=== block 1 ===
### src/rtl/increment_term_generator.sv
// Streams the comparator term pairs K_n+/- = A0*(2n+1) -/+ C0 for one focal point, with C0 fetched from a shared CORDIC.
// Optional saturating arithmetic: define INCR_TERM_SAT_EN (default build wraps in two's complement).
module increment_term_generator #(
  parameter int DW_INTEGER   = 18,
  parameter int DW_FRACTION  = 6,
  parameter int NUM_ELEMENTS = 64,
  parameter int DW_ANGLE     = 8,
  parameter int DW_R0        = 12,
  parameter int A0_Q         = 1054,
  parameter int XSCALE_Q     = 8433,
  localparam int DW          = DW_INTEGER + DW_FRACTION,
  localparam int CW          = $clog2(NUM_ELEMENTS / 2) + 1
) (
  input  logic                clk,
  input  logic                rst_n,
  input  logic                initiate,
  input  logic                abort,
  input  logic [DW_R0-1:0]    r_0,
  input  logic [DW_ANGLE-1:0] angle,
  input  logic [CW-1:0]       num_terms,
  output logic                cordic_start,
  output logic [DW_ANGLE-1:0] cordic_angle,
  output logic [DW-1:0]       cordic_x_scale,
  input  logic                cordic_done,
  input  logic [DW-1:0]       cordic_result,
  output logic                out_valid,
  input  logic                out_ready,
  output logic [DW-1:0]       term_pos,
  output logic [DW-1:0]       term_neg,
  output logic [CW-2:0]       term_index,
  output logic                last,
  output logic                busy,
  output logic                done,
  output logic [1:0]          dbg_state
);

  // Handshake: a pair transfers on a rising clk edge where out_valid && out_ready; while
  // out_valid is high and out_ready low, every term output holds stable.
  typedef enum logic [1:0] {IDLE, REQ, WAITC, EMIT} state_e;

  localparam logic [CW-1:0] MAX_TERMS = CW'(NUM_ELEMENTS / 2);
  localparam logic [DW-1:0] A0_TERM   = DW'(A0_Q);
  localparam logic [DW-1:0] A0_STEP   = DW'(2 * A0_Q);
  localparam int            XW        = DW_R0 + 32;

  state_e                state_q;
  logic                  cordic_start_q;
  logic [DW_ANGLE-1:0]   angle_q;
  logic [DW-1:0]         x_scale_q;
  logic [CW-1:0]         count_q;
  logic                  out_valid_q;
  logic [DW-1:0]         term_pos_q;
  logic [DW-1:0]         term_neg_q;
  logic [CW-2:0]         index_q;
  logic                  last_q;
  logic                  done_q;

  logic [CW-1:0]         count_d;
  logic [XW-1:0]         xprod;
  logic [DW-1:0]         x_scale_d;
  logic [DW-1:0]         init_pos_d;
  logic [DW-1:0]         init_neg_d;
  logic [DW-1:0]         step_pos_d;
  logic [DW-1:0]         step_neg_d;
  logic                  last_next;

  assign count_d   = (num_terms > MAX_TERMS) ? MAX_TERMS : num_terms;
  assign xprod     = XW'(r_0) * XW'(XSCALE_Q);
  assign x_scale_d = DW'(xprod >> 4);
  assign last_next = (({1'b0, index_q} + CW'(1)) == (count_q - CW'(1)));

`ifdef INCR_TERM_SAT_EN
  // Sums are formed one bit wider; disagreement of the top two bits flags overflow.
  function automatic logic [DW:0] sext(input logic [DW-1:0] v);
    return {v[DW-1], v};
  endfunction

  function automatic logic ovf(input logic [DW:0] s);
    return s[DW] ^ s[DW-1];
  endfunction

  function automatic logic [DW-1:0] clamp(input logic [DW:0] s);
    if (!ovf(s)) return s[DW-1:0];
    return s[DW] ? {1'b1, {(DW-1){1'b0}}} : {1'b0, {(DW-1){1'b1}}};
  endfunction

  logic [DW:0] init_pos_s, init_neg_s, step_pos_s, step_neg_s;
  logic        pos_sat_q, neg_sat_q;

  assign init_pos_s = sext(A0_TERM) - sext(cordic_result);
  assign init_neg_s = sext(A0_TERM) + sext(cordic_result);
  assign step_pos_s = sext(term_pos_q) + sext(A0_STEP);
  assign step_neg_s = sext(term_neg_q) + sext(A0_STEP);
  assign init_pos_d = clamp(init_pos_s);
  assign init_neg_d = clamp(init_neg_s);
  // A clamped term is frozen for the remainder of the run.
  assign step_pos_d = pos_sat_q ? term_pos_q : clamp(step_pos_s);
  assign step_neg_d = neg_sat_q ? term_neg_q : clamp(step_neg_s);

  always_ff @(posedge clk or negedge rst_n) begin
    if (!rst_n) begin
      pos_sat_q <= 1'b0;
      neg_sat_q <= 1'b0;
    end else if (!abort) begin
      if (state_q == WAITC && cordic_done) begin
        pos_sat_q <= ovf(init_pos_s);
        neg_sat_q <= ovf(init_neg_s);
      end else if (state_q == EMIT && out_ready && !last_q) begin
        pos_sat_q <= pos_sat_q | ovf(step_pos_s);
        neg_sat_q <= neg_sat_q | ovf(step_neg_s);
      end
    end
  end
`else
  assign init_pos_d = A0_TERM - cordic_result;
  assign init_neg_d = A0_TERM + cordic_result;
  assign step_pos_d = term_pos_q + A0_STEP;
  assign step_neg_d = term_neg_q + A0_STEP;
`endif

  always_ff @(posedge clk or negedge rst_n) begin
    if (!rst_n) begin
      state_q        <= IDLE;
      cordic_start_q <= 1'b0;
      angle_q        <= '0;
      x_scale_q      <= '0;
      count_q        <= '0;
      out_valid_q    <= 1'b0;
      term_pos_q     <= '0;
      term_neg_q     <= '0;
      index_q        <= '0;
      last_q         <= 1'b0;
      done_q         <= 1'b0;
    end else begin
      cordic_start_q <= 1'b0;
      done_q         <= 1'b0;
      if (abort) begin
        state_q     <= IDLE;
        out_valid_q <= 1'b0;
      end else begin
        case (state_q)
          IDLE: begin
            if (initiate) begin
              angle_q   <= angle;
              x_scale_q <= x_scale_d;
              count_q   <= count_d;
              if (count_d == '0) begin
                done_q <= 1'b1;
              end else begin
                state_q        <= REQ;
                cordic_start_q <= 1'b1;
              end
            end
          end
          REQ: state_q <= WAITC;
          WAITC: begin
            if (cordic_done) begin
              term_pos_q  <= init_pos_d;
              term_neg_q  <= init_neg_d;
              index_q     <= '0;
              last_q      <= (count_q == CW'(1));
              out_valid_q <= 1'b1;
              state_q     <= EMIT;
            end
          end
          EMIT: begin
            if (out_ready) begin
              if (last_q) begin
                state_q     <= IDLE;
                out_valid_q <= 1'b0;
                done_q      <= 1'b1;
              end else begin
                term_pos_q <= step_pos_d;
                term_neg_q <= step_neg_d;
                index_q    <= index_q + 1'b1;
                last_q     <= last_next;
              end
            end
          end
          default: state_q <= IDLE;
        endcase
      end
    end
  end

  assign cordic_start   = cordic_start_q;
  assign cordic_angle   = angle_q;
  assign cordic_x_scale = x_scale_q;
  assign out_valid      = out_valid_q;
  assign term_pos       = term_pos_q;
  assign term_neg       = term_neg_q;
  assign term_index     = index_q;
  assign last           = last_q;
  assign busy           = (state_q != IDLE);
  assign done           = done_q;
  assign dbg_state      = state_q;

endmodule

### config.mk
export PLATFORM = sky130hd
export DESIGN_NAME = increment_term_generator
export DESIGN_NICKNAME = d
export VERILOG_FILES = /design/src/rtl/increment_term_generator.sv
export SDC_FILE = /design/constraint.sdc
export NUM_CORES = 1
export LEC_CHECK = 0
export CAP_MARGIN = 5
export CORE_MARGIN = 1
export CORE_UTILIZATION = 49
export DETAILED_ROUTE_END_ITERATION = 8
export PLACE_DENSITY = 0.78
export SETUP_SLACK_MARGIN = 0.02
export SLEW_MARGIN = 20
export SYNTH_ARGS = -nofsm -noshare
export SYNTH_HDL_FRONTEND = slang
export SYNTH_SLANG_ARGS = --single-unit
### constraint.sdc
create_clock -name clk -period 2.6 [get_ports clk]
set_clock_uncertainty 0.2 [all_clocks]
set_input_delay 0.26 -clock clk [delete_from_list [all_inputs] [get_ports clk]]
set_output_delay 0.26 -clock clk [all_outputs]
set_load 0.1 [all_outputs]
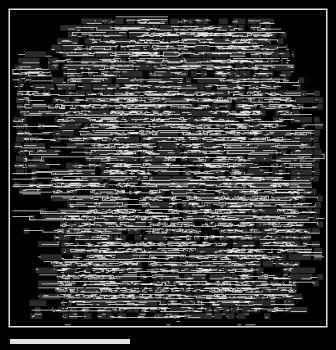
Figure 1: block 1, the metal 1 layer.
Bar = 50 um.
longest straight run = 41.9 um
nets with wire on the layer = 1255
wire length on this layer = 11000 um
share of all routed wire = 43%
main direction = horizontal
global-route met1 utilization: 0.4014
Routed WL: 25760 um
routed via count: 8468

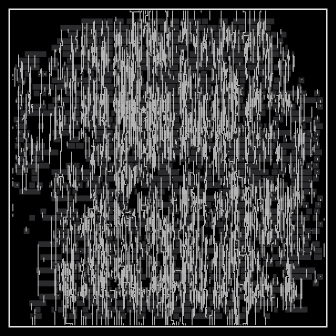
Figure 2: block 1, met2 routing.
longest straight run = 40.0 um
share of all routed wire = 46%
main direction = vertical
grt met2 use: 0.4512

==> results.py <==
# Synthesis and PnR figures
metrics = {
    "layout": {
        "comb_cells": 735,
        "largest_class": "logic gates",
    },
    "run_status": {
        "status": "complete, but fails checks",
        "violations": "negative setup slack",
    },
    "worst_setup_path": {
        "worstReg2RegEnd": "term_neg[22]",
        "reg2reg_slack_ps": 160,
        "cp_top_family": "adder cells",
    },
    "synth": {
        "yosys-stat-area_mm2": 0.008182,
        "yosysTopAreaCell": "dfrtp_1",
        "ys_sh_simple": 0.1959,
        "yosys-top-cells-count": "nand2_1 (109), dfrtp_1 (94), inv_1 (83)",
    },
    "clocking": {
        "post_cts.repair.setup_buffers": 12,
        "clk_latency_ps": 350,
    },
    "timing": {
        "finalWorstSetupSlack_ps": -1683,
        "setup_viol": 18,
        "max_freq_ghz": 0.2335,
    },
    "job": {
        "warnings": 44,
    },
    "min_path": {
        "hold_path.class": "in2reg",
    },
    "grt": {
        "busiest_layer": "met2",
        "grt_usage": 0.2879,
    },
    "placed_design": {
        "pre_cts_ws_ps": -2398,
        "hpwl_um": 18070,
    },
    "routing": {
        "met1_length_um": 11000,
    },
    "floorplan": {
        "die_x_um": 131.2,
    },
}

=== block 2 ===
Figure 3. The metal 1 layer (block 2).
Bar = 50 um.
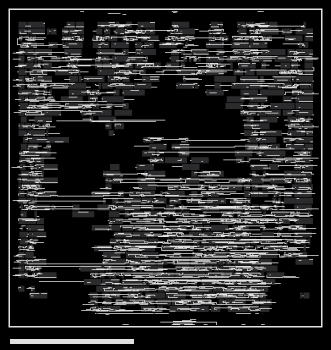
### src/rtl/riscv_memory_stage_hs.sv
// riscv_memory_stage_hs
// MEM stage plus MEM/WB register for a RISC-V pipeline, talking to a
// req/gnt/rvalid data bus. Stores finish on grant; loads finish on the rvalid
// that follows the grant. Only one access is outstanding at a time. The pipe
// is held (o_stall_m) until the current access is done.
//
// Optional feature macro: RISCV_MISALIGN_TRAP_EN
//   When defined, a misaligned load/store is not issued on the bus. It
//   completes in one cycle with o_reg_write_w forced low, and the extra output
//   o_misalign_w flags it in the W stage.
//   When undefined, misaligned accesses are issued as they are, and byte
//   lanes that fall past the end of the bus word are dropped.
module riscv_memory_stage_hs #(
  parameter int XLEN   = 32,
  parameter int ADDR_W = 32
) (
  input  logic              i_clk,
  input  logic              i_rst,
  input  logic              i_valid_m,
  input  logic              i_reg_write_m,
  input  logic [1:0]        i_result_src_m,
  input  logic              i_mem_read_m,
  input  logic              i_mem_write_m,
  input  logic [2:0]        i_funct3_m,
  input  logic [XLEN-1:0]   i_alu_result_m,
  input  logic [XLEN-1:0]   i_write_data_m,
  input  logic [4:0]        i_rd_m,
  input  logic [XLEN-1:0]   i_pc_plus_4m,
  output logic              o_stall_m,
  output logic              o_dbus_req,
  output logic              o_dbus_we,
  output logic [ADDR_W-1:0] o_dbus_addr,
  output logic [XLEN/8-1:0] o_dbus_be,
  output logic [XLEN-1:0]   o_dbus_wdata,
  input  logic              i_dbus_gnt,
  input  logic              i_dbus_rvalid,
  input  logic [XLEN-1:0]   i_dbus_rdata,
  output logic              o_valid_w,
  output logic              o_reg_write_w,
  output logic [1:0]        o_result_src_w,
  output logic [XLEN-1:0]   o_alu_result_w,
  output logic [XLEN-1:0]   o_read_data_w,
  output logic [4:0]        o_rd_w,
`ifdef RISCV_MISALIGN_TRAP_EN
  output logic              o_misalign_w,
`endif
  output logic [XLEN-1:0]   o_pc_plus_4w
);

  localparam int BE_W  = XLEN / 8;
  localparam int OFF_W = $clog2(BE_W);

  // Access size codes after funct3 decoding
  localparam logic [1:0] SZ_B = 2'd0;
  localparam logic [1:0] SZ_H = 2'd1;
  localparam logic [1:0] SZ_W = 2'd2;
  localparam logic [1:0] SZ_D = 2'd3;

  typedef enum logic [1:0] {
    S_IDLE = 2'd0,
    S_REQ  = 2'd1,
    S_RSP  = 2'd2
  } state_t;

  state_t state;
  state_t state_nxt;

  logic              memop;
  logic              trap;
  logic              done;
  logic [1:0]        size;
  logic              uns;
  logic [OFF_W-1:0]  off;
  logic [BE_W-1:0]   mask;
  logic [XLEN-1:0]   load_data;

  // funct3 -> access size; D and WU only exist on a 64-bit datapath, and
  // every code that has no meaning at this width behaves as a word.
  function automatic logic [1:0] decode_size(input logic [2:0] f3);
    logic [1:0] s;
    case (f3)
      3'd0, 3'd4: s = SZ_B;
      3'd1, 3'd5: s = SZ_H;
      3'd2:       s = SZ_W;
      3'd3:       s = (XLEN == 64) ? SZ_D : SZ_W;
      3'd6:       s = SZ_W;
      default:    s = SZ_W;
    endcase
    return s;
  endfunction

  // Zero-extending loads: BU, HU and (64-bit only) WU
  function automatic logic decode_unsigned(input logic [2:0] f3);
    return (f3 == 3'd4) || (f3 == 3'd5) || ((f3 == 3'd6) && (XLEN == 64));
  endfunction

  // Byte-lane mask of an access that starts at lane 0
  function automatic logic [BE_W-1:0] size_mask(input logic [1:0] s);
    logic [BE_W-1:0] m;
    case (s)
      SZ_B:    m = BE_W'(8'h01);
      SZ_H:    m = BE_W'(8'h03);
      SZ_W:    m = BE_W'(8'h0F);
      default: m = BE_W'(8'hFF);
    endcase
    return m;
  endfunction

  // Truncate the lane-shifted bus word to the access size, then extend
  function automatic logic [XLEN-1:0] extend_load(input logic [XLEN-1:0] s,
                                                  input logic [1:0] sz,
                                                  input logic u);
    logic [XLEN-1:0] r;
    case (sz)
      SZ_B: begin
        if (u) r = XLEN'(s[7:0]);
        else   r = XLEN'($signed(s[7:0]));
      end
      SZ_H: begin
        if (u) r = XLEN'(s[15:0]);
        else   r = XLEN'($signed(s[15:0]));
      end
      SZ_W: begin
        if (u) r = XLEN'(s[31:0]);
        else   r = XLEN'($signed(s[31:0]));
      end
      default: r = s;
    endcase
    return r;
  endfunction

`ifdef RISCV_MISALIGN_TRAP_EN
  // Offset bits that must be zero for a naturally aligned access
  function automatic logic [OFF_W-1:0] align_mask(input logic [1:0] s);
    logic [OFF_W-1:0] m;
    case (s)
      SZ_B:    m = OFF_W'(3'd0);
      SZ_H:    m = OFF_W'(3'd1);
      SZ_W:    m = OFF_W'(3'd3);
      default: m = OFF_W'(3'd7);
    endcase
    return m;
  endfunction
`endif

  assign memop = i_valid_m & (i_mem_read_m | i_mem_write_m);
  assign size  = decode_size(i_funct3_m);
  assign uns   = decode_unsigned(i_funct3_m);
  assign off   = i_alu_result_m[OFF_W-1:0];
  assign mask  = size_mask(size);

`ifdef RISCV_MISALIGN_TRAP_EN
  assign trap = memop & (|(off & align_mask(size)));
`else
  assign trap = 1'b0;
`endif

  // Bus-side view of the access; all of it follows the MEM inputs, which the
  // stall keeps frozen while the request is waiting for its grant.
  assign o_dbus_we    = i_mem_write_m;
  assign o_dbus_addr  = {i_alu_result_m[ADDR_W-1:OFF_W], {OFF_W{1'b0}}};
  assign o_dbus_be    = mask << off;
  assign o_dbus_wdata = i_write_data_m << {off, 3'b000};
  assign load_data    = extend_load(i_dbus_rdata >> {off, 3'b000}, size, uns);

  // Bus FSM state register
  always_ff @(posedge i_clk) begin
    if (i_rst) state <= S_IDLE;
    else       state <= state_nxt;
  end

  // Bus FSM next state: a load always waits in S_RSP for its data, so rvalid
  // seen in S_IDLE or S_REQ can never be mistaken for a response.
  always_comb begin
    state_nxt = state;
    case (state)
      S_IDLE: begin
        if (memop && !trap) begin
          if (i_dbus_gnt) state_nxt = i_mem_write_m ? S_IDLE : S_RSP;
          else            state_nxt = S_REQ;
        end
      end
      S_REQ: begin
        if (i_dbus_gnt) state_nxt = i_mem_write_m ? S_IDLE : S_RSP;
      end
      S_RSP: begin
        if (i_dbus_rvalid) state_nxt = S_IDLE;
      end
      default: state_nxt = S_IDLE;
    endcase
  end

  // Bus FSM outputs: request, completion of the current access and stall
  always_comb begin
    o_dbus_req = 1'b0;
    done       = 1'b0;
    case (state)
      S_IDLE: begin
        o_dbus_req = memop & ~trap;
        done       = memop & (trap | (i_dbus_gnt & i_mem_write_m));
      end
      S_REQ: begin
        o_dbus_req = 1'b1;
        done       = i_dbus_gnt & i_mem_write_m;
      end
      S_RSP: begin
        done = i_dbus_rvalid;
      end
      default: begin
        o_dbus_req = 1'b0;
        done       = 1'b0;
      end
    endcase
    o_stall_m = memop & ~done;
  end

  // MEM/WB register: a bubble while stalled, the whole instruction otherwise
  always_ff @(posedge i_clk) begin
    if (i_rst) begin
      o_valid_w      <= 1'b0;
      o_reg_write_w  <= 1'b0;
      o_result_src_w <= 2'b00;
      o_alu_result_w <= '0;
      o_read_data_w  <= '0;
      o_rd_w         <= 5'd0;
      o_pc_plus_4w   <= '0;
`ifdef RISCV_MISALIGN_TRAP_EN
      o_misalign_w   <= 1'b0;
`endif
    end else if (o_stall_m) begin
      o_valid_w      <= 1'b0;
      o_reg_write_w  <= 1'b0;
`ifdef RISCV_MISALIGN_TRAP_EN
      o_misalign_w   <= 1'b0;
`endif
    end else begin
      o_valid_w      <= i_valid_m;
      o_reg_write_w  <= i_valid_m & i_reg_write_m & ~trap;
      o_result_src_w <= i_result_src_m;
      o_alu_result_w <= i_alu_result_m;
      o_read_data_w  <= load_data;
      o_rd_w         <= i_rd_m;
      o_pc_plus_4w   <= i_pc_plus_4m;
`ifdef RISCV_MISALIGN_TRAP_EN
      o_misalign_w   <= trap;
`endif
    end
  end

endmodule

### config.mk
export PLATFORM = sky130hd
export DESIGN_NAME = riscv_memory_stage_hs
export DESIGN_NICKNAME = d
export VERILOG_FILES = /design/src/rtl/riscv_memory_stage_hs.sv
export SDC_FILE = /design/constraint.sdc
export NUM_CORES = 1
export LEC_CHECK = 0
export CORE_AREA = 3 3 122 124
export CTS_CLUSTER_DIAMETER = 30
export CTS_CLUSTER_SIZE = 20
export DETAILED_ROUTE_END_ITERATION = 8
export DIE_AREA = 0 0 125 127
export DONT_BUFFER_PORTS = 1
export GPL_TIMING_DRIVEN = 0
export HOLD_SLACK_MARGIN = 0.06
export SYNTH_ARGS = -nofsm -noshare
export SYNTH_HDL_FRONTEND = slang
export SYNTH_SLANG_ARGS = --single-unit
### constraint.sdc
create_clock -name i_clk -period 1.4 [get_ports i_clk]
set_input_delay 0.28 -clock i_clk [delete_from_list [all_inputs] [get_ports i_clk]]
set_output_delay 0.28 -clock i_clk [all_outputs]
set_load 0.02 [all_outputs]
==> results.py <==
# Synthesis and PnR figures
metrics = {
    "run_status": {
        "status": "complete, but fails checks",
        "violations": "negative setup slack",
    },
    "clocking": {
        "clock_path_buffers": 2,
    },
    "timing": {
        "setup_viol": 64,
        "max_freq_ghz": 0.6581,
        "final_hold_viol_count": 0,
        "finalWorstSetupSlack_ps": -119.5,
    },
    "synth": {
        "yosys.area_share.adder": 0,
        "yosysTopAreaCell": "dfxtp_1",
    },
    "routing": {
        "wl_per_cell_um": 21.85,
        "wl_met3_um": 2153,
    },
    "power": {
        "power_leader": "sequential cells",
    },
    "worst_setup_path": {
        "worstSetupPathType": "reg2reg",
    },
    "grt": {
        "grt_max_degree": 20,
    },
    "min_path": {
        "min_delay_worst_endpoint": "o_alu_result_w[16]",
    },
    "layout": {
        "num_antenna_cells": 0,
    },
}
Notes on Figure 3 above:
main direction = horizontal
longest straight run = 55.2 um
nets with wire on the layer = 844
wire length on this layer = 7260 um


=== block 3 ===
Figure 4. The metal 1 layer (block 3).
Bar = 50 um.
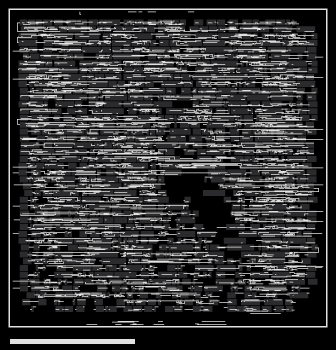
Figure 5. Met2 routing (block 3).
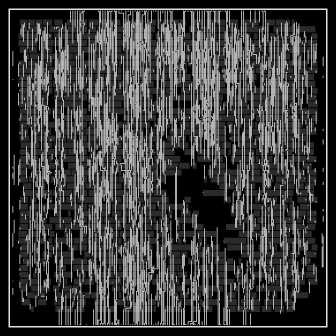
File: src/rtl/mem_arbiter_pkg.sv
// Shared definitions for the I/D memory arbiter: FSM state encoding and grant identifiers.
// Latency: n/a (types and constants only).
// Backpressure: n/a.
package mem_arbiter_pkg;

    typedef enum logic [2:0] {
        ST_IDLE  = 3'd0,
        ST_IBUSY = 3'd1,
        ST_DBUSY = 3'd2,
        ST_IRESP = 3'd3,
        ST_DRESP = 3'd4
    } arb_state_e;

    // Encoding of the round-robin history bit.
    localparam logic GRANT_I = 1'b0;
    localparam logic GRANT_D = 1'b1;

endpackage

File: src/rtl/arb_rr2.sv
// Two-way round-robin pick between fetch (I) and data (D) requesters.
// Latency: purely combinational.
// Backpressure: none; the caller only samples the grant while it is able to issue.
// Ports: req_i/req_d requests, last = port granted most recently, gnt_i/gnt_d one-hot grant.
module arb_rr2
    import mem_arbiter_pkg::*;
(
    input  logic req_i,
    input  logic req_d,
    input  logic last,
    output logic gnt_i,
    output logic gnt_d
);

    // On a tie the port that did not win last time gets the grant.
    assign gnt_d = req_d & (~req_i | (last == GRANT_I));
    assign gnt_i = req_i & ~gnt_d;

endmodule

File: src/rtl/mem_arbiter.sv
// Shares one multi-cycle single-ported memory between the fetch (I) and memory (D) stages.
// Latency: request in cycle 0, earliest mem_ready in cycle 1, stall drops in cycle 2 (3 cycles per access).
// Backpressure: per-port stall held high until the owner's RESP cycle; backend request held until mem_ready.
// Ports: i_* fetch port, d_* data port, mem_* backend port, clk / reset (sync, active-high).
module mem_arbiter
    import mem_arbiter_pkg::*;
#(
    parameter int AW = 32,
    parameter int DW = 32
) (
    input  logic          clk,
    input  logic          reset,
    input  logic          i_req,
    input  logic [AW-1:0] i_addr,
    output logic [DW-1:0] i_rdata,
    output logic          i_stall,
    input  logic          d_req,
    input  logic          d_we,
    input  logic [AW-1:0] d_addr,
    input  logic [DW-1:0] d_wdata,
    output logic [DW-1:0] d_rdata,
    output logic          d_stall,
    output logic          mem_req,
    output logic          mem_we,
    output logic [AW-1:0] mem_addr,
    output logic [DW-1:0] mem_wdata,
    input  logic [DW-1:0] mem_rdata,
    input  logic          mem_ready
);

    arb_state_e    state_q, state_d;
    logic          last_q, last_d;
    logic          mem_req_q, mem_req_d;
    logic          mem_we_q, mem_we_d;
    logic [AW-1:0] mem_addr_q, mem_addr_d;
    logic [DW-1:0] mem_wdata_q, mem_wdata_d;
    logic [DW-1:0] i_rdata_q, i_rdata_d;
    logic [DW-1:0] d_rdata_q, d_rdata_d;
    logic          gnt_i, gnt_d;

    arb_rr2 u_rr (
        .req_i (i_req),
        .req_d (d_req),
        .last  (last_q),
        .gnt_i (gnt_i),
        .gnt_d (gnt_d)
    );

    always_comb begin
        state_d     = state_q;
        last_d      = last_q;
        mem_req_d   = mem_req_q;
        mem_we_d    = mem_we_q;
        mem_addr_d  = mem_addr_q;
        mem_wdata_d = mem_wdata_q;
        i_rdata_d   = i_rdata_q;
        d_rdata_d   = d_rdata_q;
        case (state_q)
            ST_IDLE: begin
                if (gnt_d) begin
                    state_d     = ST_DBUSY;
                    last_d      = GRANT_D;
                    mem_req_d   = 1'b1;
                    mem_we_d    = d_we;
                    mem_addr_d  = d_addr;
                    mem_wdata_d = d_wdata;
                end else if (gnt_i) begin
                    // Fetch is read-only; write data register is left as is.
                    state_d    = ST_IBUSY;
                    last_d     = GRANT_I;
                    mem_req_d  = 1'b1;
                    mem_we_d   = 1'b0;
                    mem_addr_d = i_addr;
                end
            end
            ST_IBUSY: begin
                if (mem_ready) begin
                    mem_req_d = 1'b0;
                    // A fetch killed while in flight completes silently with no RESP cycle.
                    if (i_req) begin
                        state_d   = ST_IRESP;
                        i_rdata_d = mem_rdata;
                    end else begin
                        state_d = ST_IDLE;
                    end
                end
            end
            ST_DBUSY: begin
                if (mem_ready) begin
                    mem_req_d = 1'b0;
                    if (d_req) begin
                        state_d = ST_DRESP;
                        if (!mem_we_q) begin
                            d_rdata_d = mem_rdata;
                        end
                    end else begin
                        state_d = ST_IDLE;
                    end
                end
            end
            // RESP lasts exactly one cycle and never issues a new grant.
            ST_IRESP: state_d = ST_IDLE;
            ST_DRESP: state_d = ST_IDLE;
            default:  state_d = ST_IDLE;
        endcase
    end

    always_ff @(posedge clk) begin
        if (reset) begin
            state_q     <= ST_IDLE;
            last_q      <= GRANT_I;
            mem_req_q   <= 1'b0;
            mem_we_q    <= 1'b0;
            mem_addr_q  <= '0;
            mem_wdata_q <= '0;
            i_rdata_q   <= '0;
            d_rdata_q   <= '0;
        end else begin
            state_q     <= state_d;
            last_q      <= last_d;
            mem_req_q   <= mem_req_d;
            mem_we_q    <= mem_we_d;
            mem_addr_q  <= mem_addr_d;
            mem_wdata_q <= mem_wdata_d;
            i_rdata_q   <= i_rdata_d;
            d_rdata_q   <= d_rdata_d;
        end
    end

    assign i_stall   = i_req & (state_q != ST_IRESP);
    assign d_stall   = d_req & (state_q != ST_DRESP);
    assign i_rdata   = i_rdata_q;
    assign d_rdata   = d_rdata_q;
    assign mem_req   = mem_req_q;
    assign mem_we    = mem_we_q;
    assign mem_addr  = mem_addr_q;
    assign mem_wdata = mem_wdata_q;

endmodule

File: config.mk
export PLATFORM = sky130hd
export DESIGN_NAME = mem_arbiter
export DESIGN_NICKNAME = d
export VERILOG_FILES = /design/src/rtl/mem_arbiter_pkg.sv /design/src/rtl/arb_rr2.sv /design/src/rtl/mem_arbiter.sv
export SDC_FILE = /design/constraint.sdc
export NUM_CORES = 1
export LEC_CHECK = 0
export ABC_AREA = 1
export CAP_MARGIN = 40
export CORE_MARGIN = 3
export CORE_UTILIZATION = 36
export DETAILED_ROUTE_END_ITERATION = 8
export GPL_TIMING_DRIVEN = 0
export PLACE_DENSITY_LB_ADDON = 0.08
export SETUP_SLACK_MARGIN = 0.3
export SYNTH_ARGS = -nofsm -noshare
export SYNTH_HDL_FRONTEND = slang
export SYNTH_SLANG_ARGS = --single-unit
File: constraint.sdc
create_clock -name clk -period 1.4 [get_ports clk]
set_clock_uncertainty 0.1 [all_clocks]
set_input_delay 0.28 -clock clk [delete_from_list [all_inputs] [get_ports clk]]
set_output_delay 0.28 -clock clk [all_outputs]
set_load 0.02 [all_outputs]
==> results.py <==
# Synthesis and PnR figures
metrics = {
    "synth": {
        "top_cell_area_share": 0.5172,
        "synth-edff-count": 0,
        "fp_nets": 813,
    },
    "worst_setup_path": {
        "worstPathArrival_ps": 1840,
        "critPathMaxFanout": 8,
    },
    "power": {
        "seq-power_mw": 4.64,
    },
    "layout": {
        "num_antenna_cells": 1,
        "area_growth_pct": 122.0,
    },
    "run_status": {
        "status": "complete, but fails checks",
        "violations": "negative setup slack",
    },
    "clocking": {
        "tritoncts": "done",
        "cts.sinks": 134,
    },
    "grt": {
        "grt_usage": 0.2207,
        "grt_pass1_vias": 5593,
    },
    "floorplan": {
        "io_pins": 266,
    },
    "timing": {
        "setup_viol": 132,
        "max_freq_ghz": 0.6071,
        "finalWorstSetupSlack_ps": -247.1,
    },
    "min_path": {
        "min_from": "d_req",
    },
    "placed_design": {
        "routabilityCongestion": 0.7886,
    },
}
About Figure 4:
nets with wire on the layer = 1068
wire length on this layer = 8480 um
longest straight run = 34.5 um
main direction = horizontal
global-route met1 utilization: 0.2601
Routed WL: 22670 um
routed via count: 6291

About Figure 5:
wire length on this layer = 11800 um
main direction = vertical
nets with wire on the layer = 1050


=== block 4 ===
Figure 6. The metal 1 layer (block 4).
Bar = 50 um.
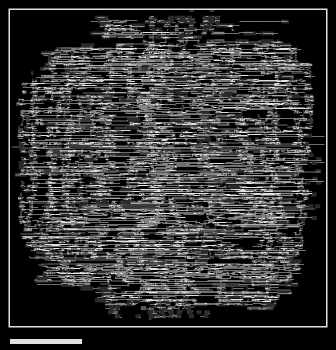
Figure 7. Met2 routing (block 4).
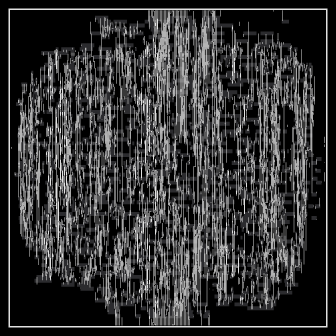
$ cat config.mk
export PLATFORM = sky130hd
export DESIGN_NAME = muldiv_seq
export DESIGN_NICKNAME = d
export VERILOG_FILES = /design/src/rtl/muldiv_seq.sv
export SDC_FILE = /design/constraint.sdc
export NUM_CORES = 1
export LEC_CHECK = 0
export ABC_AREA = 1
export CAP_MARGIN = 40
export CORE_MARGIN = 3
export CORE_UTILIZATION = 35
export CTS_CLUSTER_DIAMETER = 100
export CTS_CLUSTER_SIZE = 10
export DETAILED_ROUTE_END_ITERATION = 8
export PLACE_DENSITY = 0.5
export SLEW_MARGIN = 20
export SYNTH_ARGS = -nofsm -noshare
export SYNTH_HDL_FRONTEND = slang
export SYNTH_SLANG_ARGS = --single-unit
$ cat constraint.sdc
create_clock -name clk_i -period 5.95 [get_ports clk_i]
set_clock_uncertainty 0.1 [all_clocks]
set_input_delay 1.4875 -clock clk_i [delete_from_list [all_inputs] [get_ports clk_i]]
set_output_delay 1.4875 -clock clk_i [all_outputs]
set_load 0.02 [all_outputs]
$ cat src/rtl/muldiv_seq.sv
// Iterative unsigned multiply/divide sequencer (MUL, MULHU, DIVU, REMU), one iteration per clock.
// Optional early termination of multiplies when the residual multiplier is zero: MULDIV_EARLY_OUT_EN.
module muldiv_seq #(
  parameter int XLEN  = 32,
  parameter int CNT_W = 6
) (
  input  logic            clk_i,
  input  logic            rst_i,
  input  logic            start_i,
  input  logic [1:0]      op_i,
  input  logic [XLEN-1:0] data1_i,
  input  logic [XLEN-1:0] data2_i,
  output logic            busy_o,
  output logic            stall_o,
  output logic            valid_o,
  output logic [XLEN-1:0] data_o
);

  typedef enum logic [1:0] {IDLE, CALC, DONE} state_t;

  localparam logic [CNT_W-1:0] LAST_ITER = CNT_W'(XLEN - 1);

  state_t            state_reg, state_next;
  logic [1:0]        op_reg;
  logic [XLEN-1:0]   a_reg;     // multiplicand, or divisor
  logic [XLEN-1:0]   b_reg;     // residual multiplier, or dividend shifting into quotient
  logic [2*XLEN-1:0] prod_reg;
  logic [XLEN-1:0]   rem_reg;
  logic [CNT_W-1:0]  cnt_reg;
  logic [XLEN-1:0]   data_reg;

  logic              div_zero, finish, early_done;
  logic [XLEN:0]     add_sum;
  logic [2*XLEN-1:0] prod_step, prod_final;
  logic [XLEN-1:0]   b_mul_step;
  logic [XLEN:0]     rem_shift, rem_diff;
  logic [XLEN-1:0]   rem_step, q_step;
  logic [XLEN-1:0]   result;

  assign div_zero = op_i[1] && (data2_i == '0);

  // Shift-add step: add into the upper half with carry, then shift the whole product right.
  always_comb begin
    add_sum    = {1'b0, prod_reg[2*XLEN-1:XLEN]} + {1'b0, (b_reg[0] ? a_reg : '0)};
    prod_step  = {add_sum, prod_reg[XLEN-1:1]};
    b_mul_step = b_reg >> 1;
  end

  // Restoring step: a negative trial difference shows up as a set MSB of the XLEN+1-bit result.
  always_comb begin
    rem_shift = {rem_reg, b_reg[XLEN-1]};
    rem_diff  = rem_shift - {1'b0, a_reg};
    if (!rem_diff[XLEN]) begin
      rem_step = rem_diff[XLEN-1:0];
      q_step   = {b_reg[XLEN-2:0], 1'b1};
    end else begin
      rem_step = rem_shift[XLEN-1:0];
      q_step   = {b_reg[XLEN-2:0], 1'b0};
    end
  end

`ifdef MULDIV_EARLY_OUT_EN
  logic [CNT_W-1:0] remaining;
  always_comb begin
    remaining  = LAST_ITER - cnt_reg;
    early_done = !op_reg[1] && (b_mul_step == '0);
    prod_final = prod_step >> remaining;
  end
`else
  always_comb begin
    early_done = 1'b0;
    prod_final = prod_step;
  end
`endif

  always_comb begin
    finish = (state_reg == CALC) && ((cnt_reg == LAST_ITER) || early_done);
    if (op_reg[1])
      result = op_reg[0] ? rem_step : q_step;
    else
      result = op_reg[0] ? prod_final[2*XLEN-1:XLEN] : prod_final[XLEN-1:0];
  end

  always_ff @(posedge clk_i or negedge rst_i) begin
    if (!rst_i) state_reg <= IDLE;
    else        state_reg <= state_next;
  end

  always_comb begin
    state_next = state_reg;
    case (state_reg)
      IDLE:    if (start_i) state_next = div_zero ? DONE : CALC;
      CALC:    if (finish)  state_next = DONE;
      DONE:    state_next = IDLE;
      default: state_next = IDLE;
    endcase
  end

  always_comb begin
    busy_o  = (state_reg == CALC) || (state_reg == DONE);
    valid_o = (state_reg == DONE);
    stall_o = ((state_reg == IDLE) && start_i) || (state_reg == CALC);
  end

  always_ff @(posedge clk_i or negedge rst_i) begin
    if (!rst_i) begin
      op_reg   <= '0;
      a_reg    <= '0;
      b_reg    <= '0;
      prod_reg <= '0;
      rem_reg  <= '0;
      cnt_reg  <= '0;
      data_reg <= '0;
    end else begin
      case (state_reg)
        IDLE: if (start_i) begin
          op_reg   <= op_i;
          a_reg    <= op_i[1] ? data2_i : data1_i;
          b_reg    <= op_i[1] ? data1_i : data2_i;
          prod_reg <= '0;
          rem_reg  <= '0;
          cnt_reg  <= '0;
          if (div_zero) data_reg <= op_i[0] ? data1_i : '1;
        end
        CALC: begin
          cnt_reg <= cnt_reg + CNT_W'(1);
          if (op_reg[1]) begin
            rem_reg <= rem_step;
            b_reg   <= q_step;
          end else begin
            prod_reg <= prod_step;
            b_reg    <= b_mul_step;
          end
          if (finish) data_reg <= result;
        end
        default: ;
      endcase
    end
  end

  assign data_o = data_reg;

endmodule

==> results.py <==
# Synthesis and PnR figures
metrics = {
    "power": {
        "seq_power_share": 0.267,
        "seq-power_mw": 2.15,
        "power_leader": "combinational cells",
        "p_clk_mw": 1.35,
        "combinationalPower_mw": 4.56,
    },
    "timing": {
        "maxSlewViolCount": 0,
        "max_freq_ghz": 0.2322,
        "setup_viol": 0,
        "tightest_slew_ps": 818.5,
    },
    "routing": {
        "wl_met3_um": 2790,
        "met1_length_um": 28520,
    },
    "placed_design": {
        "hpwl_um": 46110,
        "pre_cts_ws_ps": 1644,
    },
    "clocking": {
        "cts_root_buffer": "clkbuf_16",
        "post_cts.repair.setup_buffers": 0,
        "tritoncts": "done",
    },
    "layout": {
        "flops": 201,
        "seqCellArea_mm2": 0.005031,
        "buffer_area_frac": 0.07218,
        "comb_cells": 1689,
    },
    "worst_setup_path": {
        "rr_worst_depth": 17,
        "crit_chain": "clkdlybuf4s50_1 > nand2_2 > nand2_1 > clkdlybuf4s50_1",
        "endpoint_kind": "output pin",
        "rr_startpoint": "b_reg[31]",
    },
    "synth": {
        "ys_sh_aoi": 0.2101,
        "yosys-stat-area_mm2": 0.01586,
        "fp_nets": 2551,
    },
    "run_status": {
        "status": "complete, no violations",
    },
    "floorplan": {
        "dieArea_mm2": 0.04789,
    },
    "grt": {
        "use_met1": 0.3621,
    },
}
Notes on Figure 6 above:
nets with wire on the layer = 2475
share of all routed wire = 49%
wire length on this layer = 28.5 mm
longest straight run = 97.1 um
routed via count: 15825
Routed WL: 58710 um

Notes on Figure 7 above:
main direction = vertical
longest straight run = 115 um
grt met2 use: 0.3761


=== block 5 ===
--- config.mk ---
export PLATFORM = sky130hd
export DESIGN_NAME = uart_tx_arbiter
export DESIGN_NICKNAME = d
export VERILOG_FILES = /design/src/rtl/uart_tx_arb_pkg.sv /design/src/rtl/uart_rr_pick.sv /design/src/rtl/uart_tx_arbiter.sv
export SDC_FILE = /design/constraint.sdc
export NUM_CORES = 1
export LEC_CHECK = 0
export CAP_MARGIN = 30
export CORE_UTILIZATION = 35
export DETAILED_ROUTE_END_ITERATION = 8
export GPL_TIMING_DRIVEN = 0
export PLACE_DENSITY = 0.75
export SYNTH_ARGS = -nofsm -noshare
export SYNTH_HDL_FRONTEND = slang
export SYNTH_SLANG_ARGS = --single-unit
--- constraint.sdc ---
create_clock -name i_clk -period 1.55 [get_ports i_clk]
set_input_delay 0.31 -clock i_clk [delete_from_list [all_inputs] [get_ports i_clk]]
set_output_delay 0.31 -clock i_clk [all_outputs]
set_load 0.005 [all_outputs]
--- src/rtl/uart_tx_arb_pkg.sv ---
// Shared definitions for the UART TX FIFO arbiter: FSM encoding, FIFO sizing
// defaults taken from the UART FIFO constants, and a small index helper.
package uart_tx_arb_pkg;

   // UART transmit FIFO geometry; the arbiter defaults follow these.
   localparam int UART_FIFO_DEPTH     = 16;
   localparam int UART_FIFO_COUNTER_W = 5;

   localparam int ARB_FIFO_DEPTH = UART_FIFO_DEPTH;
   localparam int ARB_CNT_W      = UART_FIFO_COUNTER_W;

   // Requester index width (up to 8 requesters).
   localparam int ARB_ID_W = 3;

   typedef enum logic [1:0] {
      S_IDLE  = 2'd0,
      S_GRANT = 2'd1,
      S_GAP   = 2'd2
   } arb_state_t;

   // Index of the requester after idx, wrapping at nreq.
   function automatic logic [ARB_ID_W-1:0] f_wrap_inc(
      input logic [ARB_ID_W-1:0] idx,
      input int                  nreq
   );
      if (int'(idx) >= (nreq - 32'sd1)) begin
         return {ARB_ID_W{1'b0}};
      end else begin
         return idx + {{(ARB_ID_W-1){1'b0}}, 1'b1};
      end
   endfunction

endpackage

--- src/rtl/uart_rr_pick.sv ---
// Combinational rotating-priority picker. The requester at i_ptr has the
// highest priority, then i_ptr+1, and so on, wrapping modulo NREQ.
module uart_rr_pick
   import uart_tx_arb_pkg::*;
#(
   parameter int NREQ = 2
) (
   input  logic [NREQ-1:0]     i_req,
   input  logic [ARB_ID_W-1:0] i_ptr,
   output logic [NREQ-1:0]     o_grant,
   output logic [ARB_ID_W-1:0] o_idx,
   output logic                o_any
);

   int w_best;
   int w_dist;

   // Pick the requesting index with the smallest rotated distance from i_ptr
   always_comb begin
      o_idx  = {ARB_ID_W{1'b0}};
      o_any  = 1'b0;
      w_best = NREQ;
      w_dist = 0;
      for (int i = 0; i < NREQ; i++) begin
         if (i >= int'(i_ptr)) begin
            w_dist = i - int'(i_ptr);
         end else begin
            w_dist = i + NREQ - int'(i_ptr);
         end
         if (i_req[i] && (w_dist < w_best)) begin
            w_best = w_dist;
            o_idx  = ARB_ID_W'(i);
            o_any  = 1'b1;
         end else begin
            w_best = w_best;
         end
      end
   end

   // One-hot form of the chosen index
   always_comb begin
      o_grant = {NREQ{1'b0}};
      for (int i = 0; i < NREQ; i++) begin
         o_grant[i] = o_any & (o_idx == ARB_ID_W'(i));
      end
   end

endmodule

--- src/rtl/uart_tx_arbiter.sv ---
// UART TX FIFO arbiter: grants one byte source at a time for a whole packet
// and pushes its bytes into the TX FIFO without ever overrunning it.
// Build option: define UART_TX_ARB_PRIO_EN to give requester 0 strict
// priority at every arbitration point (others stay round-robin).
module uart_tx_arbiter
   import uart_tx_arb_pkg::*;
#(
   parameter int NREQ       = 2,
   parameter int FIFO_DEPTH = ARB_FIFO_DEPTH,
   parameter int CNT_W      = ARB_CNT_W
) (
   input  logic                i_clk,
   input  logic                i_wb_rst_ni,
   input  logic                i_arb_en,
   input  logic                i_tx_reset,
   input  logic [CNT_W-1:0]    i_tf_count,
   input  logic [NREQ-1:0]     i_req_valid,
   input  logic [NREQ-1:0]     i_req_last,
   input  logic [8*NREQ-1:0]   i_req_data,
   output logic [NREQ-1:0]     o_req_ready,
   output logic                o_tf_push,
   output logic [7:0]          o_tf_data,
   output logic [2:0]          o_grant_id,
   output logic                o_busy
);

   localparam logic [CNT_W:0] LP_DEPTH = (CNT_W+1)'(FIFO_DEPTH);

   arb_state_t          r_state;
   arb_state_t          w_next_state;
   logic [ARB_ID_W-1:0] r_grant_id;
   logic [NREQ-1:0]     r_grant_oh;
   logic                r_busy;
   logic [ARB_ID_W-1:0] r_rr_ptr;
   logic                r_tf_push;
   logic [7:0]          r_tf_data;

   logic [CNT_W:0]      w_fill;
   logic                w_space_ok;
   logic                w_start;
   logic                w_hs;
   logic                w_hs_last;
   logic [7:0]          w_sel_data;

   logic [NREQ-1:0]     w_rr_req;
   logic [NREQ-1:0]     w_rr_oh;
   logic [ARB_ID_W-1:0] w_rr_idx;
   logic                w_rr_any;
   logic [NREQ-1:0]     w_win_oh;
   logic [ARB_ID_W-1:0] w_win_idx;
   logic                w_win_any;

   // The byte already in flight counts against free space; one extra bit avoids wrap
   assign w_fill     = {1'b0, i_tf_count} + {{CNT_W{1'b0}}, r_tf_push};
   assign w_space_ok = (w_fill < LP_DEPTH);

   uart_rr_pick #(
      .NREQ    (NREQ)
   ) u_pick (
      .i_req   (w_rr_req),
      .i_ptr   (r_rr_ptr),
      .o_grant (w_rr_oh),
      .o_idx   (w_rr_idx),
      .o_any   (w_rr_any)
   );

`ifdef UART_TX_ARB_PRIO_EN
   // Requester 0 is taken out of the rotation and wins outright whenever it asks
   always_comb begin
      w_rr_req    = i_req_valid;
      w_rr_req[0] = 1'b0;
      if (i_req_valid[0]) begin
         w_win_oh  = {{(NREQ-1){1'b0}}, 1'b1};
         w_win_idx = {ARB_ID_W{1'b0}};
      end else begin
         w_win_oh  = w_rr_oh;
         w_win_idx = w_rr_idx;
      end
      w_win_any = i_req_valid[0] | w_rr_any;
   end
`else
   // Pure round-robin across every requester
   always_comb begin
      w_rr_req  = i_req_valid;
      w_win_oh  = w_rr_oh;
      w_win_idx = w_rr_idx;
      w_win_any = w_rr_any;
   end
`endif

   // A new grant needs an idle arbiter, permission, a requester and FIFO room
   assign w_start = (r_state == S_IDLE) & i_arb_en & w_win_any & w_space_ok & ~i_tx_reset;

   // Handshake detection; ready already excludes tx_reset so it wins over a byte
   assign w_hs      = |(o_req_ready & i_req_valid);
   assign w_hs_last = |(o_req_ready & i_req_valid & i_req_last);

   // Byte mux driven by the latched one-hot grant
   always_comb begin
      w_sel_data = 8'h00;
      for (int i = 0; i < NREQ; i++) begin
         if (r_grant_oh[i]) begin
            w_sel_data = w_sel_data | i_req_data[8*i +: 8];
         end else begin
            w_sel_data = w_sel_data;
         end
      end
   end

   // FSM state register
   always_ff @(posedge i_clk or negedge i_wb_rst_ni) begin
      if (!i_wb_rst_ni) begin
         r_state <= S_IDLE;
      end else begin
         r_state <= w_next_state;
      end
   end

   // FSM next-state decode; tx_reset returns to idle from anywhere
   always_comb begin
      w_next_state = r_state;
      case (r_state)
         S_IDLE: begin
            if (w_start) begin
               w_next_state = S_GRANT;
            end else begin
               w_next_state = S_IDLE;
            end
         end
         S_GRANT: begin
            if (i_tx_reset) begin
               w_next_state = S_IDLE;
            end else if (w_hs_last) begin
               w_next_state = S_GAP;
            end else begin
               w_next_state = S_GRANT;
            end
         end
         S_GAP: begin
            w_next_state = S_IDLE;
         end
         default: begin
            w_next_state = S_IDLE;
         end
      endcase
   end

   // FSM outputs: only the granted requester sees ready, and only with FIFO room
   always_comb begin
      o_req_ready = {NREQ{1'b0}};
      if ((r_state == S_GRANT) && w_space_ok && !i_tx_reset) begin
         o_req_ready = r_grant_oh;
      end else begin
         o_req_ready = {NREQ{1'b0}};
      end
   end

   // Push strobe and data: one cycle after each accepted byte
   always_ff @(posedge i_clk or negedge i_wb_rst_ni) begin
      if (!i_wb_rst_ni) begin
         r_tf_push <= 1'b0;
         r_tf_data <= 8'h00;
      end else begin
         r_tf_push <= w_hs;
         r_tf_data <= w_hs ? w_sel_data : 8'h00;
      end
   end

   // Grant bookkeeping: latch winner, release on packet end or abort, advance pointer
   always_ff @(posedge i_clk or negedge i_wb_rst_ni) begin
      if (!i_wb_rst_ni) begin
         r_busy     <= 1'b0;
         r_grant_id <= {ARB_ID_W{1'b0}};
         r_grant_oh <= {NREQ{1'b0}};
         r_rr_ptr   <= {ARB_ID_W{1'b0}};
      end else if (i_tx_reset) begin
         r_busy     <= 1'b0;
         r_grant_id <= {ARB_ID_W{1'b0}};
         r_grant_oh <= {NREQ{1'b0}};
      end else if (w_start) begin
         r_busy     <= 1'b1;
         r_grant_id <= w_win_idx;
         r_grant_oh <= w_win_oh;
      end else if (w_hs_last) begin
         r_busy     <= 1'b0;
         r_grant_id <= {ARB_ID_W{1'b0}};
         r_grant_oh <= {NREQ{1'b0}};
         r_rr_ptr   <= f_wrap_inc(r_grant_id, NREQ);
      end else begin
         r_busy     <= r_busy;
         r_grant_id <= r_grant_id;
         r_grant_oh <= r_grant_oh;
         r_rr_ptr   <= r_rr_ptr;
      end
   end

   assign o_tf_push  = r_tf_push;
   assign o_tf_data  = r_tf_data;
   assign o_grant_id = r_grant_id;
   assign o_busy     = r_busy;

endmodule

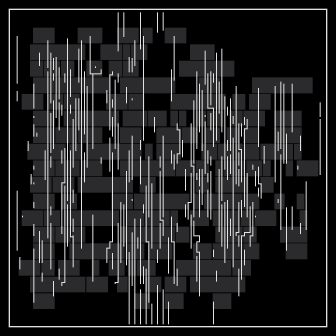
Figure 8: block 5, met2 routing.
wire length on this layer = 1270 um
main direction = vertical
share of all routed wire = 53%
nets with wire on the layer = 156
Routed WL: 2408 um
grt met2 use: 0.3680

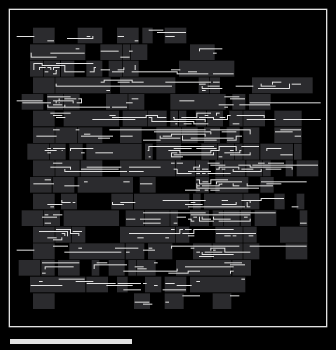
Figure 9: block 5, the metal 1 layer.
Bar = 20 um.
wire length on this layer = 881 um
nets with wire on the layer = 145
global-route met1 utilization: 0.2214
routed via count: 870

==> results.py <==
# Synthesis and PnR figures
metrics = {
    "min_path": {
        "min_from": "i_req_valid[0]",
    },
    "layout": {
        "final_util": 0.6427,
        "final_common_cell": "clkdlybuf4s50_1",
        "final_cell_mix": "clkdlybuf4s50_1 (31), dfrtp_1 (16), buf_4 (10)",
        "largest_class": "buffers",
        "area_growth_pct": 68.69,
    },
    "timing": {
        "max_freq_ghz": 0.5852,
        "finalWorstSetupSlack_ps": -158.7,
        "setup_viol": 12,
    },
    "run_status": {
        "violations": "negative setup slack",
        "status": "complete, but fails checks",
    },
    "worst_setup_path": {
        "start_kind": "flip-flop",
        "path_buffers": 1,
        "max_stage_delay_ps": 380,
    },
    "job": {
        "max_cap_violations": 0,
    },
    "clocking": {
        "postCtsHoldBufs": 0,
        "cts.sinks": 16,
        "cts_buffers": 3,
    },
    "synth": {
        "synthMuxAreaShare": 0.01299,
        "yosysWarnings": 0,
        "yosys-stat-area_um2": 867.1,
        "ys_sh_aoi": 0.2193,
        "flop_cell": "dfrtp_1",
        "ys_cells": 84,
    },
    "power": {
        "seq-power_mw": 0.433,
        "p_int_mw": 0.6270,
        "p_clk_mw": 0.217,
    },
    "placed_design": {
        "place.port_buffers": 41,
    },
    "grt": {
        "grt_max_degree": 17,
    },
    "routing": {
        "wl_per_cell_um": 14.42,
    },
}


==> notes/layouts.md <==
Pictures saved along the way, in no particular order.

Metal 3.
image #1
Bar = 50 um.
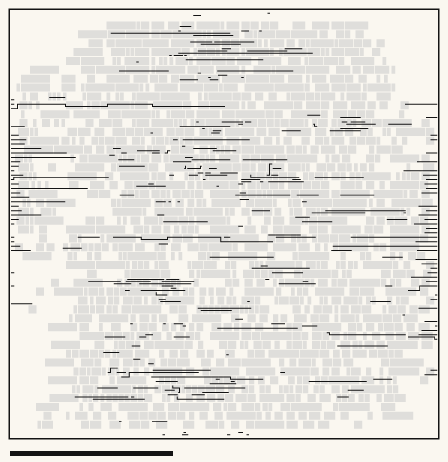
image #2
Bar = 50 um.
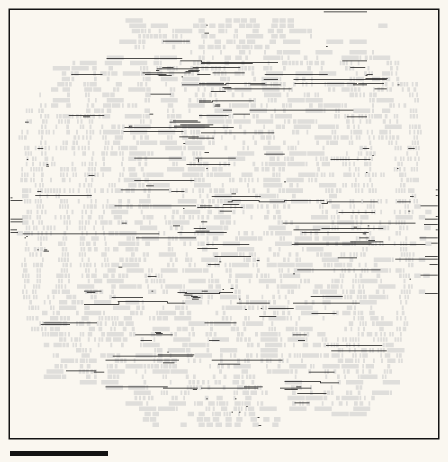
image #3
Bar = 50 um.
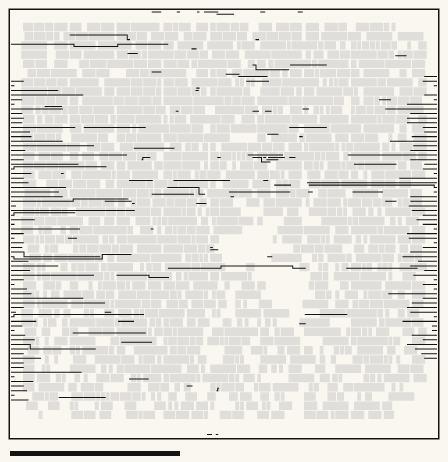
image #4
Bar = 50 um.
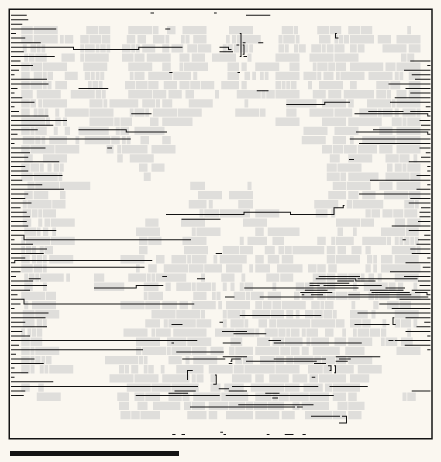
image #5
Bar = 20 um.
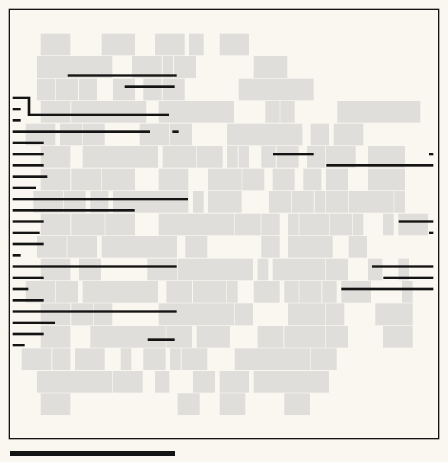
block 1: image #1
block 4: image #2
block 3: image #3
block 2: image #4
block 5: image #5
Of these, largest die: image #2
Of these, smallest die: image #5

Key to image #5:
main direction = horizontal
share of all routed wire = 9.4%
wire length on this layer = 225 um
longest straight run = 20.9 um
nets with wire on the layer = 33

Power is estimated from default activity; no workload was simulated.
